# wb_depp_arbiter

Figure 1. Metal layers overlaid (wb_depp_arbiter).
Scale bar: 20 µm. Two of the layers only.
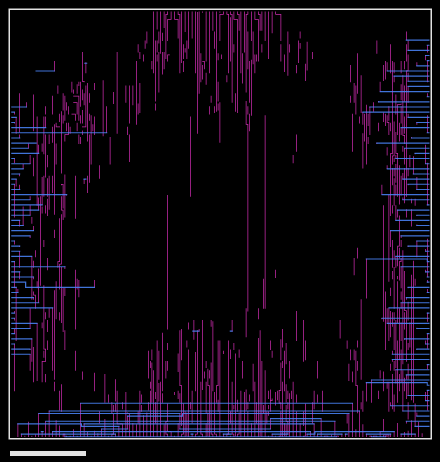

### src/rtl/wb_depp_arbiter.sv
// Two-master pipelined Wishbone arbiter: DEPP host bridge (A) and DSP engine (B) share one slave bus.
// Optional watchdog enabled by defining WB_ARB_TIMEOUT_EN.
//
//  state  | meaning
//  IDLE   | no owner, slave bus quiet, both masters stalled
//  OWN_A  | master A holds the bus for its whole CYC
//  OWN_B  | master B holds the bus for its whole CYC
module wb_depp_arbiter #(
    parameter int AW     = 32,
    parameter int DW     = 32,
    parameter int TO_CYC = 255
) (
    input  logic          i_clk,
    input  logic          i_rst_n,
    input  logic          i_a_cyc,
    input  logic          i_a_stb,
    input  logic          i_a_we,
    input  logic [AW-1:0] i_a_addr,
    input  logic [DW-1:0] i_a_data,
    output logic          o_a_ack,
    output logic          o_a_stall,
    output logic          o_a_err,
    input  logic          i_b_cyc,
    input  logic          i_b_stb,
    input  logic          i_b_we,
    input  logic [AW-1:0] i_b_addr,
    input  logic [DW-1:0] i_b_data,
    output logic          o_b_ack,
    output logic          o_b_stall,
    output logic          o_b_err,
    output logic [DW-1:0] o_m_data,
    output logic          o_wb_cyc,
    output logic          o_wb_stb,
    output logic          o_wb_we,
    output logic [AW-1:0] o_wb_addr,
    output logic [DW-1:0] o_wb_data,
    input  logic          i_wb_ack,
    input  logic          i_wb_stall,
    input  logic          i_wb_err,
    input  logic [DW-1:0] i_wb_data,
    output logic [1:0]    o_owner
);

    typedef enum logic [1:0] {
        IDLE  = 2'b00,
        OWN_A = 2'b01,
        OWN_B = 2'b10
    } state_t;

    state_t state, state_nxt;
    logic   last_b, last_b_nxt;
    logic   timeout;

`ifdef WB_ARB_TIMEOUT_EN
    // Down-counter reloaded while idle and on any slave response; zero while owned is a hang.
    localparam logic [7:0] WD_LOAD = 8'(TO_CYC - 1);
    logic [7:0] wdog;

    always_ff @(posedge i_clk or negedge i_rst_n) begin
        if (!i_rst_n) begin
            wdog <= WD_LOAD;
        end else if (state == IDLE || i_wb_ack || i_wb_err) begin
            wdog <= WD_LOAD;
        end else if (wdog != 8'd0) begin
            wdog <= wdog - 8'd1;
        end
    end

    assign timeout = (state != IDLE) && (wdog == 8'd0) && !i_wb_ack && !i_wb_err;
`else
    logic [7:0] unused_to_cyc;
    assign unused_to_cyc = 8'(TO_CYC);
    assign timeout       = 1'b0;
`endif

    always_ff @(posedge i_clk or negedge i_rst_n) begin
        if (!i_rst_n) begin
            state  <= IDLE;
            last_b <= 1'b1;
        end else begin
            state  <= state_nxt;
            last_b <= last_b_nxt;
        end
    end

    always_comb begin
        state_nxt  = state;
        last_b_nxt = last_b;
        case (state)
            IDLE: begin
                if (i_a_cyc && i_b_cyc) begin
                    state_nxt = last_b ? OWN_A : OWN_B;
                end else if (i_a_cyc) begin
                    state_nxt = OWN_A;
                end else if (i_b_cyc) begin
                    state_nxt = OWN_B;
                end
            end
            OWN_A: begin
                if (!i_a_cyc || timeout) begin
                    state_nxt  = IDLE;
                    last_b_nxt = 1'b0;
                end
            end
            OWN_B: begin
                if (!i_b_cyc || timeout) begin
                    state_nxt  = IDLE;
                    last_b_nxt = 1'b1;
                end
            end
            default: state_nxt = IDLE;
        endcase
    end

    // Slave-side mux and response steering follow the registered owner only.
    always_comb begin
        o_wb_cyc  = 1'b0;
        o_wb_stb  = 1'b0;
        o_wb_we   = 1'b0;
        o_wb_addr = '0;
        o_wb_data = '0;
        o_a_ack   = 1'b0;
        o_a_stall = 1'b1;
        o_a_err   = 1'b0;
        o_b_ack   = 1'b0;
        o_b_stall = 1'b1;
        o_b_err   = 1'b0;
        case (state)
            OWN_A: begin
                o_wb_cyc  = i_a_cyc & ~timeout;
                o_wb_stb  = i_a_stb & ~timeout;
                o_wb_we   = i_a_we;
                o_wb_addr = i_a_addr;
                o_wb_data = i_a_data;
                o_a_ack   = i_wb_ack;
                o_a_stall = i_wb_stall;
                o_a_err   = i_wb_err | timeout;
            end
            OWN_B: begin
                o_wb_cyc  = i_b_cyc & ~timeout;
                o_wb_stb  = i_b_stb & ~timeout;
                o_wb_we   = i_b_we;
                o_wb_addr = i_b_addr;
                o_wb_data = i_b_data;
                o_b_ack   = i_wb_ack;
                o_b_stall = i_wb_stall;
                o_b_err   = i_wb_err | timeout;
            end
            default: ;
        endcase
    end

    assign o_m_data = i_wb_data;
    assign o_owner  = state;

endmodule
### config.mk
export PLATFORM = sky130hd
export DESIGN_NAME = wb_depp_arbiter
export DESIGN_NICKNAME = d
export VERILOG_FILES = /design/src/rtl/wb_depp_arbiter.sv
export SDC_FILE = /design/constraint.sdc
export NUM_CORES = 1
export LEC_CHECK = 0
export ABC_AREA = 1
export ABC_CLOCK_PERIOD_IN_PS = 3290
export CORE_AREA = 2 2 109 111
export CTS_CLUSTER_SIZE = 8
export DETAILED_ROUTE_END_ITERATION = 10
export DIE_AREA = 0 0 111 113
export REMOVE_ABC_BUFFERS = 1
export SLEW_MARGIN = 5
export SYNTH_ARGS = -nofsm -noshare
export SYNTH_HDL_FRONTEND = slang
export SYNTH_SLANG_ARGS = --single-unit
### constraint.sdc
create_clock -name i_clk -period 3.29 [get_ports i_clk]
set_input_delay 0.658 -clock i_clk [delete_from_list [all_inputs] [get_ports i_clk]]
set_output_delay 0.658 -clock i_clk [all_outputs]
set_load 0.05 [all_outputs]
# tinyfpga_cfg_loader

<file path="src/rtl/tinyfpga_cfg_loader.sv">
// tinyfpga_cfg_loader: host-side writer for the tinyFPGA configuration scan
// chain. Accepts bitstream bytes over valid/ready and shifts them MSB first
// onto prog_in with prog_en high for exactly CHAIN_LEN bits.
// Optional macro TINYFPGA_CFG_READBACK_EN adds rb_crc, a CRC-16-CCITT of the
// old chain contents observed on prog_out while shifting.
module tinyfpga_cfg_loader #(
  parameter int unsigned CHAIN_LEN = 144,
  parameter int unsigned CNT_W     = $clog2(CHAIN_LEN + 1)
) (
  input  logic             clk,
  input  logic             rst,
  input  logic             start,
  input  logic [7:0]       byte_data,
  input  logic             byte_valid,
  output logic             byte_ready,
  output logic             prog_en,
  output logic             prog_in,
  input  logic             prog_out,
  output logic             busy,
  output logic             done,
  output logic [CNT_W-1:0] bit_count
`ifdef TINYFPGA_CFG_READBACK_EN
  ,
  output logic [15:0]      rb_crc
`endif
);

  localparam logic [CNT_W-1:0] LAST_IDX = CNT_W'(CHAIN_LEN - 1);

  typedef enum logic [1:0] {
    IDLE,
    WAIT_BYTE,
    SHIFT
  } state_t;

  state_t     state;
  state_t     state_next;

  // Bits of the current byte still to be sent after the one on prog_in.
  logic [6:0] shreg;
  // Position within the byte of the bit currently on prog_in (0 = bit 7).
  logic [2:0] bit_idx;

  logic       launch;
  logic       accept;
  logic       last_bit;
  logic       byte_end;

  logic       prog_en_d;
  logic       prog_in_d;
  logic       busy_d;
  logic       done_d;

  assign launch   = (state == IDLE) && start;
  assign accept   = (state == WAIT_BYTE) && byte_valid;
  assign last_bit = (state == SHIFT) && (bit_count == LAST_IDX);
  assign byte_end = (state == SHIFT) && (bit_idx == 3'd7);

  // State register
  always_ff @(posedge clk or posedge rst) begin
    if (rst) begin
      state <= IDLE;
    end else begin
      state <= state_next;
    end
  end

  // Next-state decode; chain length termination takes priority over byte end
  always_comb begin
    state_next = state;
    case (state)
      IDLE: begin
        if (start) state_next = WAIT_BYTE;
      end
      WAIT_BYTE: begin
        if (byte_valid) state_next = SHIFT;
      end
      SHIFT: begin
        if (last_bit)      state_next = IDLE;
        else if (byte_end) state_next = WAIT_BYTE;
      end
      default: state_next = IDLE;
    endcase
  end

  // Output decode: byte_ready is direct from state, the rest are next values
  // for the output registers so every pin toggles only on rising clk.
  always_comb begin
    byte_ready = (state == WAIT_BYTE);
    prog_en_d  = (state_next == SHIFT);
    prog_in_d  = 1'b0;
    if (accept) begin
      prog_in_d = byte_data[7];
    end else if (state_next == SHIFT) begin
      prog_in_d = shreg[6];
    end
    busy_d = (state_next != IDLE);
    done_d = last_bit;
  end

  // Output registers, bit counter and byte shift register
  always_ff @(posedge clk or posedge rst) begin
    if (rst) begin
      prog_en   <= 1'b0;
      prog_in   <= 1'b0;
      busy      <= 1'b0;
      done      <= 1'b0;
      bit_count <= '0;
      shreg     <= '0;
      bit_idx   <= '0;
    end else begin
      prog_en <= prog_en_d;
      prog_in <= prog_in_d;
      busy    <= busy_d;
      done    <= done_d;

      if (launch) begin
        bit_count <= '0;
      end else if (state == SHIFT) begin
        bit_count <= bit_count + 1'b1;
      end

      if (accept) begin
        shreg   <= byte_data[6:0];
        bit_idx <= '0;
      end else if (state == SHIFT) begin
        shreg   <= {shreg[5:0], 1'b0};
        bit_idx <= bit_idx + 3'd1;
      end
    end
  end

`ifdef TINYFPGA_CFG_READBACK_EN
  logic [15:0] crc_step;

  // One MSB-first CRC-16-CCITT step on the bit leaving the chain
  always_comb begin
    crc_step = {rb_crc[14:0], 1'b0} ^ ((rb_crc[15] ^ prog_out) ? 16'h1021 : 16'h0000);
  end

  // Readback CRC: reseeded on each accepted start, advanced on shift cycles
  always_ff @(posedge clk or posedge rst) begin
    if (rst) begin
      rb_crc <= 16'hFFFF;
    end else if (launch) begin
      rb_crc <= 16'hFFFF;
    end else if (prog_en) begin
      rb_crc <= crc_step;
    end
  end
`else
  logic unused_prog_out;
  assign unused_prog_out = prog_out;
`endif

endmodule

</file>
<file path="config.mk">
export PLATFORM = sky130hd
export DESIGN_NAME = tinyfpga_cfg_loader
export DESIGN_NICKNAME = d
export VERILOG_FILES = /design/src/rtl/tinyfpga_cfg_loader.sv
export SDC_FILE = /design/constraint.sdc
export NUM_CORES = 1
export LEC_CHECK = 0
export CAP_MARGIN = 20
export CORE_UTILIZATION = 50
export DETAILED_ROUTE_END_ITERATION = 7
export GPL_TIMING_DRIVEN = 0
export PLACE_DENSITY = 0.78
export SLEW_MARGIN = 15
export SYNTH_ARGS = -nofsm -noshare
export SYNTH_HDL_FRONTEND = slang
export SYNTH_SLANG_ARGS = --single-unit
</file>
<file path="constraint.sdc">
create_clock -name clk -period 1.8 [get_ports clk]
set_input_delay 0.36 -clock clk [delete_from_list [all_inputs] [get_ports clk]]
set_output_delay 0.36 -clock clk [all_outputs]
set_load 0.05 [all_outputs]
</file>
# uart_word_rx

File: src/rtl/uart_word_rx.sv
`default_nettype none
// ============================================================================
// Module   : uart_word_rx
// Brief    : 8N1 UART receiver that packs WORD_BYTES bytes (little-endian)
//            into one BIT_DEPTH-bit word and presents it with a one-cycle
//            write strobe. Flags framing errors and inter-byte timeouts and
//            discards any partial word when either occurs.
// Revision : 1.0 - initial release
// ============================================================================
module uart_word_rx #(
    parameter int CLK_FREQ_HZ  = 100000000,
    parameter int BAUD         = 115200,
    parameter int BIT_DEPTH    = 32,
    parameter int TIMEOUT_BITS = 20
) (
    input  logic                 clk,
    input  logic                 rst,            // asynchronous, active-low
    input  logic                 rx,
    output logic [BIT_DEPTH-1:0] value_to_write,
    output logic                 enable_write,
    output logic                 frame_error,
    output logic                 word_dropped,
    output logic                 busy
);

    localparam int c_CPB        = CLK_FREQ_HZ / BAUD;
    localparam int c_HALF       = c_CPB / 2;
    localparam int c_WORD_BYTES = BIT_DEPTH / 8;
    localparam int c_TIMEOUT    = TIMEOUT_BITS * c_CPB;
    localparam int c_BAUD_W     = $clog2(c_CPB);
    localparam int c_TMO_W      = $clog2(c_TIMEOUT);
    localparam int c_IDX_W      = (c_WORD_BYTES > 1) ? $clog2(c_WORD_BYTES) : 1;

    typedef enum logic [1:0] {
        S_IDLE  = 2'd0,
        S_START = 2'd1,
        S_DATA  = 2'd2,
        S_STOP  = 2'd3
    } state_t;

    state_t                 r_state;
    state_t                 w_state_next;
    logic                   r_rx_meta;
    logic                   r_rx_sync;
    logic                   r_rx_prev;
    logic [c_BAUD_W-1:0]    r_baud_cnt;
    logic [2:0]             r_bit_cnt;
    logic [7:0]             r_shift;
    logic [c_IDX_W-1:0]     r_byte_idx;
    logic [c_TMO_W-1:0]     r_tmo_cnt;
    logic [BIT_DEPTH-1:0]   r_word;
    logic [BIT_DEPTH-1:0]   r_value;
    logic                   r_enable_write;
    logic                   r_frame_error;
    logic                   r_word_dropped;

    logic                   w_fall;
    logic                   w_half_done;
    logic                   w_full_done;
    logic                   w_baud_clr;
    logic                   w_start_det;
    logic                   w_enter_data;
    logic                   w_sample_bit;
    logic                   w_byte_ok;
    logic                   w_byte_bad;
    logic                   w_timeout;
    logic                   w_last_byte;
    logic [BIT_DEPTH-1:0]   w_word_merged;

    assign w_fall      = r_rx_prev & ~r_rx_sync;
    assign w_half_done = (r_baud_cnt == c_BAUD_W'(c_HALF - 1));
    assign w_full_done = (r_baud_cnt == c_BAUD_W'(c_CPB - 1));
    assign w_last_byte = (r_byte_idx == c_IDX_W'(c_WORD_BYTES - 1));
    // Timeout only accumulates while a partial word is parked in IDLE.
    assign w_timeout   = (r_state == S_IDLE) && (r_byte_idx != '0) &&
                         (r_tmo_cnt == c_TMO_W'(c_TIMEOUT - 1));

    // Two-flop synchroniser plus one history flop for falling-edge detection.
    always_ff @(posedge clk or negedge rst) begin
        if (!rst) begin
            r_rx_meta <= 1'b1;
            r_rx_sync <= 1'b1;
            r_rx_prev <= 1'b1;
        end else begin
            r_rx_meta <= rx;
            r_rx_sync <= r_rx_meta;
            r_rx_prev <= r_rx_sync;
        end
    end

    // FSM state register.
    always_ff @(posedge clk or negedge rst) begin
        if (!rst) begin
            r_state <= S_IDLE;
        end else begin
            r_state <= w_state_next;
        end
    end

    // Next-state decode and per-cycle datapath strobes.
    always_comb begin
        w_state_next = r_state;
        w_baud_clr   = 1'b0;
        w_start_det  = 1'b0;
        w_enter_data = 1'b0;
        w_sample_bit = 1'b0;
        w_byte_ok    = 1'b0;
        w_byte_bad   = 1'b0;
        unique case (r_state)
            S_IDLE: begin
                if (w_fall) begin
                    w_state_next = S_START;
                    w_baud_clr   = 1'b1;
                    w_start_det  = 1'b1;
                end
            end
            S_START: begin
                if (w_half_done) begin
                    w_baud_clr = 1'b1;
                    if (!r_rx_sync) begin
                        w_state_next = S_DATA;
                        w_enter_data = 1'b1;
                    end else begin
                        // Start bit vanished before mid-bit: treat as a glitch.
                        w_state_next = S_IDLE;
                    end
                end
            end
            S_DATA: begin
                if (w_full_done) begin
                    w_baud_clr   = 1'b1;
                    w_sample_bit = 1'b1;
                    if (r_bit_cnt == 3'd7) begin
                        w_state_next = S_STOP;
                    end
                end
            end
            S_STOP: begin
                if (w_full_done) begin
                    w_baud_clr   = 1'b1;
                    w_state_next = S_IDLE;
                    if (r_rx_sync) begin
                        w_byte_ok  = 1'b1;
                    end else begin
                        w_byte_bad = 1'b1;
                    end
                end
            end
            default: begin
                w_state_next = S_IDLE;
            end
        endcase
    end

    // Baud counter: parked at zero in IDLE, restarted at every bit boundary.
    always_ff @(posedge clk or negedge rst) begin
        if (!rst) begin
            r_baud_cnt <= '0;
        end else if (w_baud_clr || (r_state == S_IDLE)) begin
            r_baud_cnt <= '0;
        end else begin
            r_baud_cnt <= r_baud_cnt + 1'b1;
        end
    end

    // Bit counter and LSB-first shift register.
    always_ff @(posedge clk or negedge rst) begin
        if (!rst) begin
            r_bit_cnt <= '0;
            r_shift   <= '0;
        end else if (w_enter_data) begin
            r_bit_cnt <= '0;
        end else if (w_sample_bit) begin
            r_bit_cnt <= r_bit_cnt + 1'b1;
            r_shift   <= {r_rx_sync, r_shift[7:1]};
        end
    end

    // Current partial word with the just-received byte dropped into its slot.
    always_comb begin
        w_word_merged = r_word;
        w_word_merged[{r_byte_idx, 3'b000} +: 8] = r_shift;
    end

    // Inter-byte timeout counter; a start landing on the expiry cycle still
    // proceeds, and sees byte_index already cleared.
    always_ff @(posedge clk or negedge rst) begin
        if (!rst) begin
            r_tmo_cnt <= '0;
        end else if (w_timeout || w_start_det || (r_state != S_IDLE) ||
                     (r_byte_idx == '0)) begin
            r_tmo_cnt <= '0;
        end else begin
            r_tmo_cnt <= r_tmo_cnt + 1'b1;
        end
    end

    // Word assembly, completion strobe and error pulses.
    always_ff @(posedge clk or negedge rst) begin
        if (!rst) begin
            r_byte_idx     <= '0;
            r_word         <= '0;
            r_value        <= '0;
            r_enable_write <= 1'b0;
            r_frame_error  <= 1'b0;
            r_word_dropped <= 1'b0;
        end else begin
            r_enable_write <= 1'b0;
            r_frame_error  <= 1'b0;
            r_word_dropped <= 1'b0;
            if (w_timeout) begin
                r_word_dropped <= 1'b1;
                r_byte_idx     <= '0;
            end
            if (w_byte_ok) begin
                r_word <= w_word_merged;
                if (w_last_byte) begin
                    r_value        <= w_word_merged;
                    r_enable_write <= 1'b1;
                    r_byte_idx     <= '0;
                end else begin
                    r_byte_idx     <= r_byte_idx + 1'b1;
                end
            end else if (w_byte_bad) begin
                r_frame_error  <= 1'b1;
                r_word_dropped <= (r_byte_idx != '0);
                r_byte_idx     <= '0;
            end
        end
    end

    assign value_to_write = r_value;
    assign enable_write   = r_enable_write;
    assign frame_error    = r_frame_error;
    assign word_dropped   = r_word_dropped;
    assign busy           = (r_state != S_IDLE) || (r_byte_idx != '0);

endmodule
`default_nettype wire

File: config.mk
export PLATFORM = sky130hd
export DESIGN_NAME = uart_word_rx
export DESIGN_NICKNAME = d
export VERILOG_FILES = /design/src/rtl/uart_word_rx.sv
export SDC_FILE = /design/constraint.sdc
export NUM_CORES = 1
export LEC_CHECK = 0
export CORE_MARGIN = 2
export CORE_UTILIZATION = 58
export DETAILED_ROUTE_END_ITERATION = 12
export HOLD_SLACK_MARGIN = 0.06
export PLACE_DENSITY_LB_ADDON = 0.05
export SLEW_MARGIN = 15
export SYNTH_ARGS = -nofsm -noshare
export SYNTH_HDL_FRONTEND = slang
export SYNTH_SLANG_ARGS = --single-unit
File: constraint.sdc
create_clock -name clk -period 3.4 [get_ports clk]
set_clock_uncertainty 0.2 [all_clocks]
set_input_delay 0.68 -clock clk [delete_from_list [all_inputs] [get_ports clk]]
set_output_delay 0.68 -clock clk [all_outputs]
set_load 0.03 [all_outputs]
Figure 2. Clock network drawn from the DEF (uart_word_rx).
Scale bar: 20 µm.
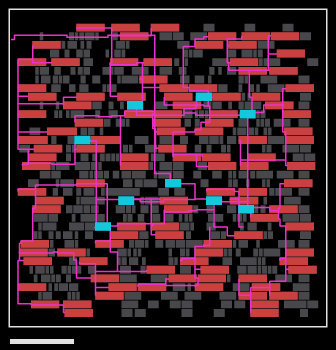
Key: flip-flops = red [count 110]; clock wires = magenta [length 1200 µm]; clock drivers = cyan [count 9]
Position of the flops: widely spread. There are 10 routed clock nets.

Figure 3. Cell classes on the final placement (uart_word_rx).
Fill, decap, tap and diode cells in grey.
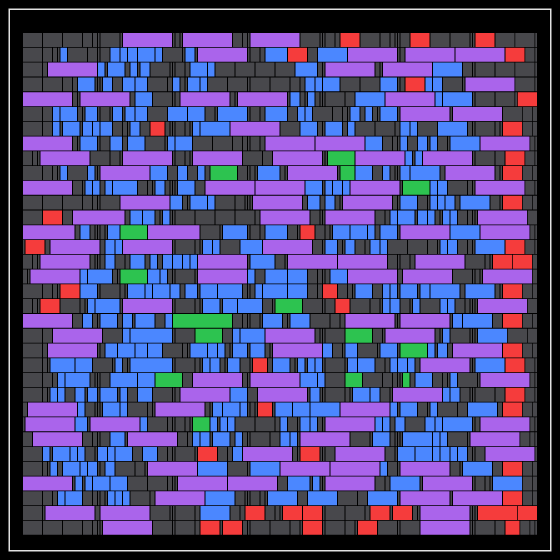
Key: other buffers and delay cells = red [cells 46, share of their area 7.9%]; clock drivers and dummy loads = green [cells 15, share of their area 3.4%]; combinational and other logic = blue [cells 330, share of their area 40%]; flops = purple [cells 110, share of their area 48%]

==> run_results.csv, uart_word_rx <==
group,metric,value,unit
global_routing,grt_pass1_wl,16900,µm
setup_path,crit_path_top_delay_cell,"clkdlybuf4s50_1",
synthesis,yosys-stat-area,5280,µm²
global_routing,grt_max_degree,85,
synthesis,synth_cell_types,53,
layout,syn_to_final_growth,10.7,%
placed_design,hpwl,6700,µm
synthesis,syn-mean-instance-area,11.2,µm²
synthesis,yosys.area.top_type_share,50.8,%
synthesis,synth_nets,484,
power_and_ir_drop,power_switching,569,µW
sta,tightest_slew,574,ps
placed_design,placed_area,5630,µm²
sta,min_period_over_period,94.4,%
placed_design,post-place-ws,523,ps
synthesis,syn_inst,470,
setup_path,crit_top_cell,"inv_1",
global_routing,antenna_found_initial,0,
worst_hold_path,hp-start,"r_rx_meta$_DFF_PN1_",
layout,seqCellArea,2760,µm²
synthesis,yosysCellCount,470,
clock_network,path_clk_slew,90,ps
routing,drt-vias-per-instance,5.68,
placed_design,place_inst,593,
setup_path,cp.depth,5,
clock_network,cts_tree,"yes",
floorplan,die_area,9870,µm²
status,status,"complete, no violations",
synthesis,ys_seq_share,52.3,%
Figure 4. Cell classes on the final placement (wb_depp_arbiter).
Fill, decap, tap and diode cells in grey.
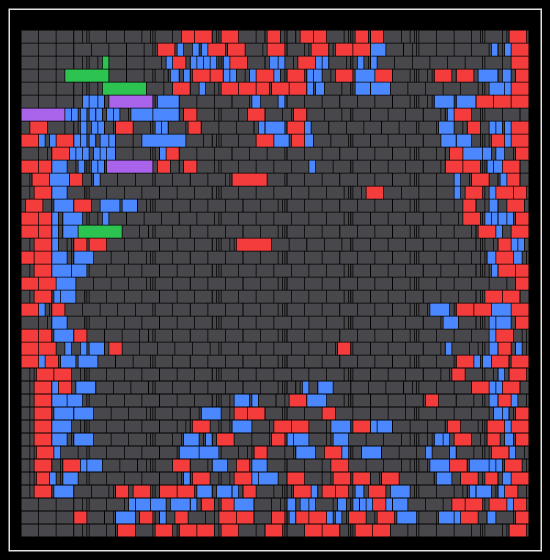
Key: clock drivers and dummy loads = green [cells 4, share of their area 2.1%]; combinational and other logic = blue [cells 244, share of their area 41%]; other buffers and delay cells = red [cells 219, share of their area 55%]; flops = purple [cells 3, share of their area 2.1%]

Figure 5. Clock network drawn from the DEF (wb_depp_arbiter).
Scale bar: 20 µm.
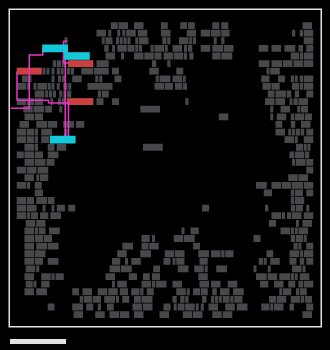
Key: flip-flops = red [count 3]; clock drivers = cyan [count 3]; clock wires = magenta [length 134 µm]
There are 4 routed clock nets.

## Picture notes: Figure 1
Key: metal 3 = blue [wire length 1390 µm]; metal 2 = magenta [wire length 4040 µm]

==> run_results.csv, wb_depp_arbiter <==
group,metric,value,unit
clock_network,clk_latency,230,ps
layout,dominant-cell-class,"buffers",
power_and_ir_drop,power_leader,"combinational logic",
routing,drc_errors,0,
setup_path,path_buffers,3,
synthesis,synth.most_common_cell,"nand2_1",
clock_network,cts_buffer_depth,2,
sta,slew_violations,0,
synthesis,common_cells,"nand2_1, a21oi_2, nand2_4",
sta,fmax,368,MHz
layout,layout.cells.most_common_list,"clkdlybuf4s50_1, nand2_1, buf_4, nand2_4, a21oi_2",
placed_design,placed_area,3790,µm²
worst_hold_path,hold_end,"last_b$_DFFE_PN1P_",
worst_hold_path,min_path_cells,2,
floorplan,die_area,12500,µm²
setup_path,cp_max_fo,2,
routing,routedWlPerCell,15.2,µm
setup_path,arrival,2060,ps
status,status,"complete, no violations",
placed_design,post-place-ws,578,ps
sta,hold_viol_final,0,
Figure 6. Metal layers overlaid (tinyfpga_cfg_loader).
Scale bar: 20 µm. Two of the layers only.
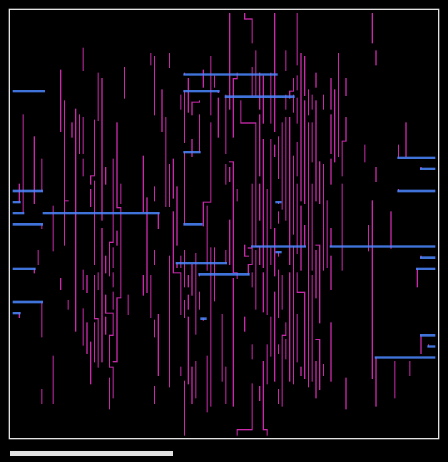
Key: metal 2 = magenta [wire length 1330 µm]; metal 3 = blue [wire length 116 µm]
Vias: 1052
final wirelength: 2680 µm

==> run_results.csv, tinyfpga_cfg_loader <==
group,metric,value,unit
status,status,"complete, no violations",
setup_path,path_class,"register to output port",
layout,logic_gates,83,
synthesis,synthAoiAreaFrac,18.0,%
layout,dominant-cell-class,"multi-input combinational cells",
synthesis,synth.most_common_cell,"dfrtp_1",
routing,wl_met2,1330,µm
layout,lay_top_count,"dfrtp_1",
sta,slew_violations,0,
layout,largest-register,"bit_count",
synthesis,common_cells,"dfrtp_1, nand2_1, mux2i_1",
setup_path,max_stage_delay,560,ps
layout,seqCellArea,601,µm²
setup_path,crit_path_top_delay_cell,"dlygate4sd2_1",
global_routing,grtUsageMet2,38.8,%
layout,flop-count,24,
layout,largest_register_ffs,8,
synthesis,syn_inst,118,
setup_path,critPathRequiredTime,1440,ps
power_and_ir_drop,power_switching,1060,µW


==> screenshots <==
The clock network.
picture 1
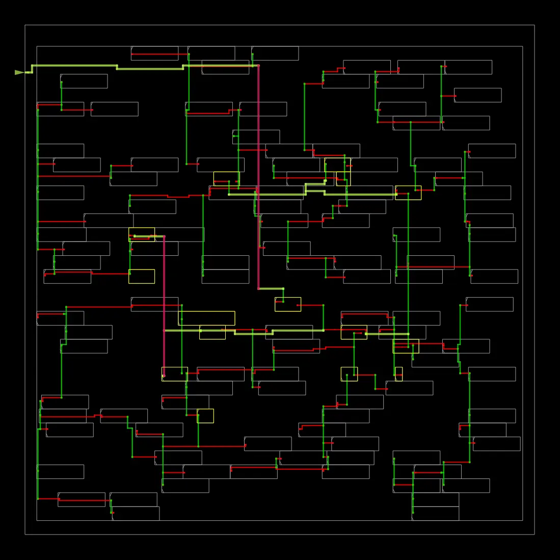
picture 2
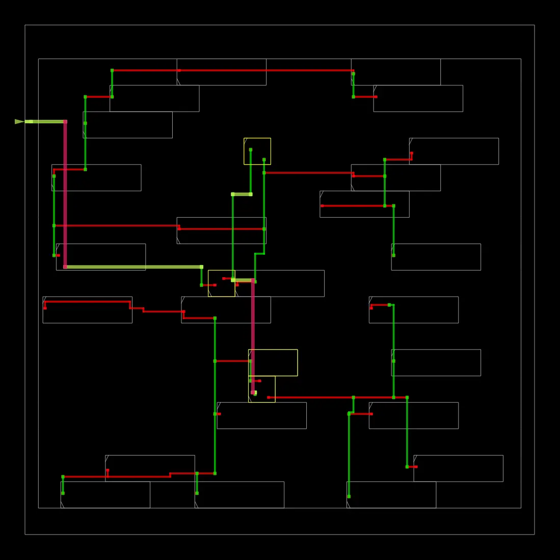
picture 3
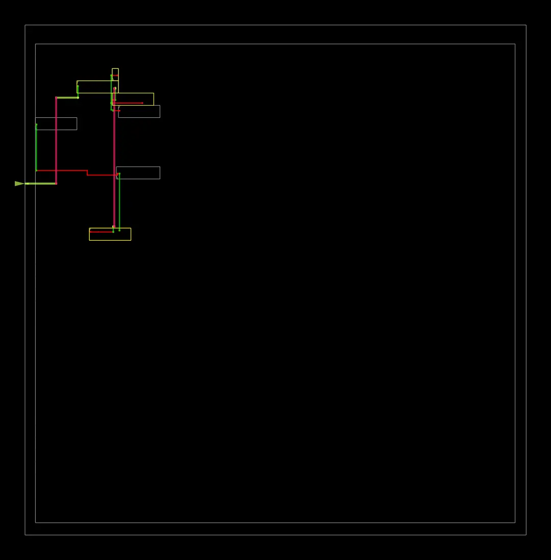
- picture 2 = tinyfpga_cfg_loader
- picture 3 = wb_depp_arbiter
- picture 1 = uart_word_rx

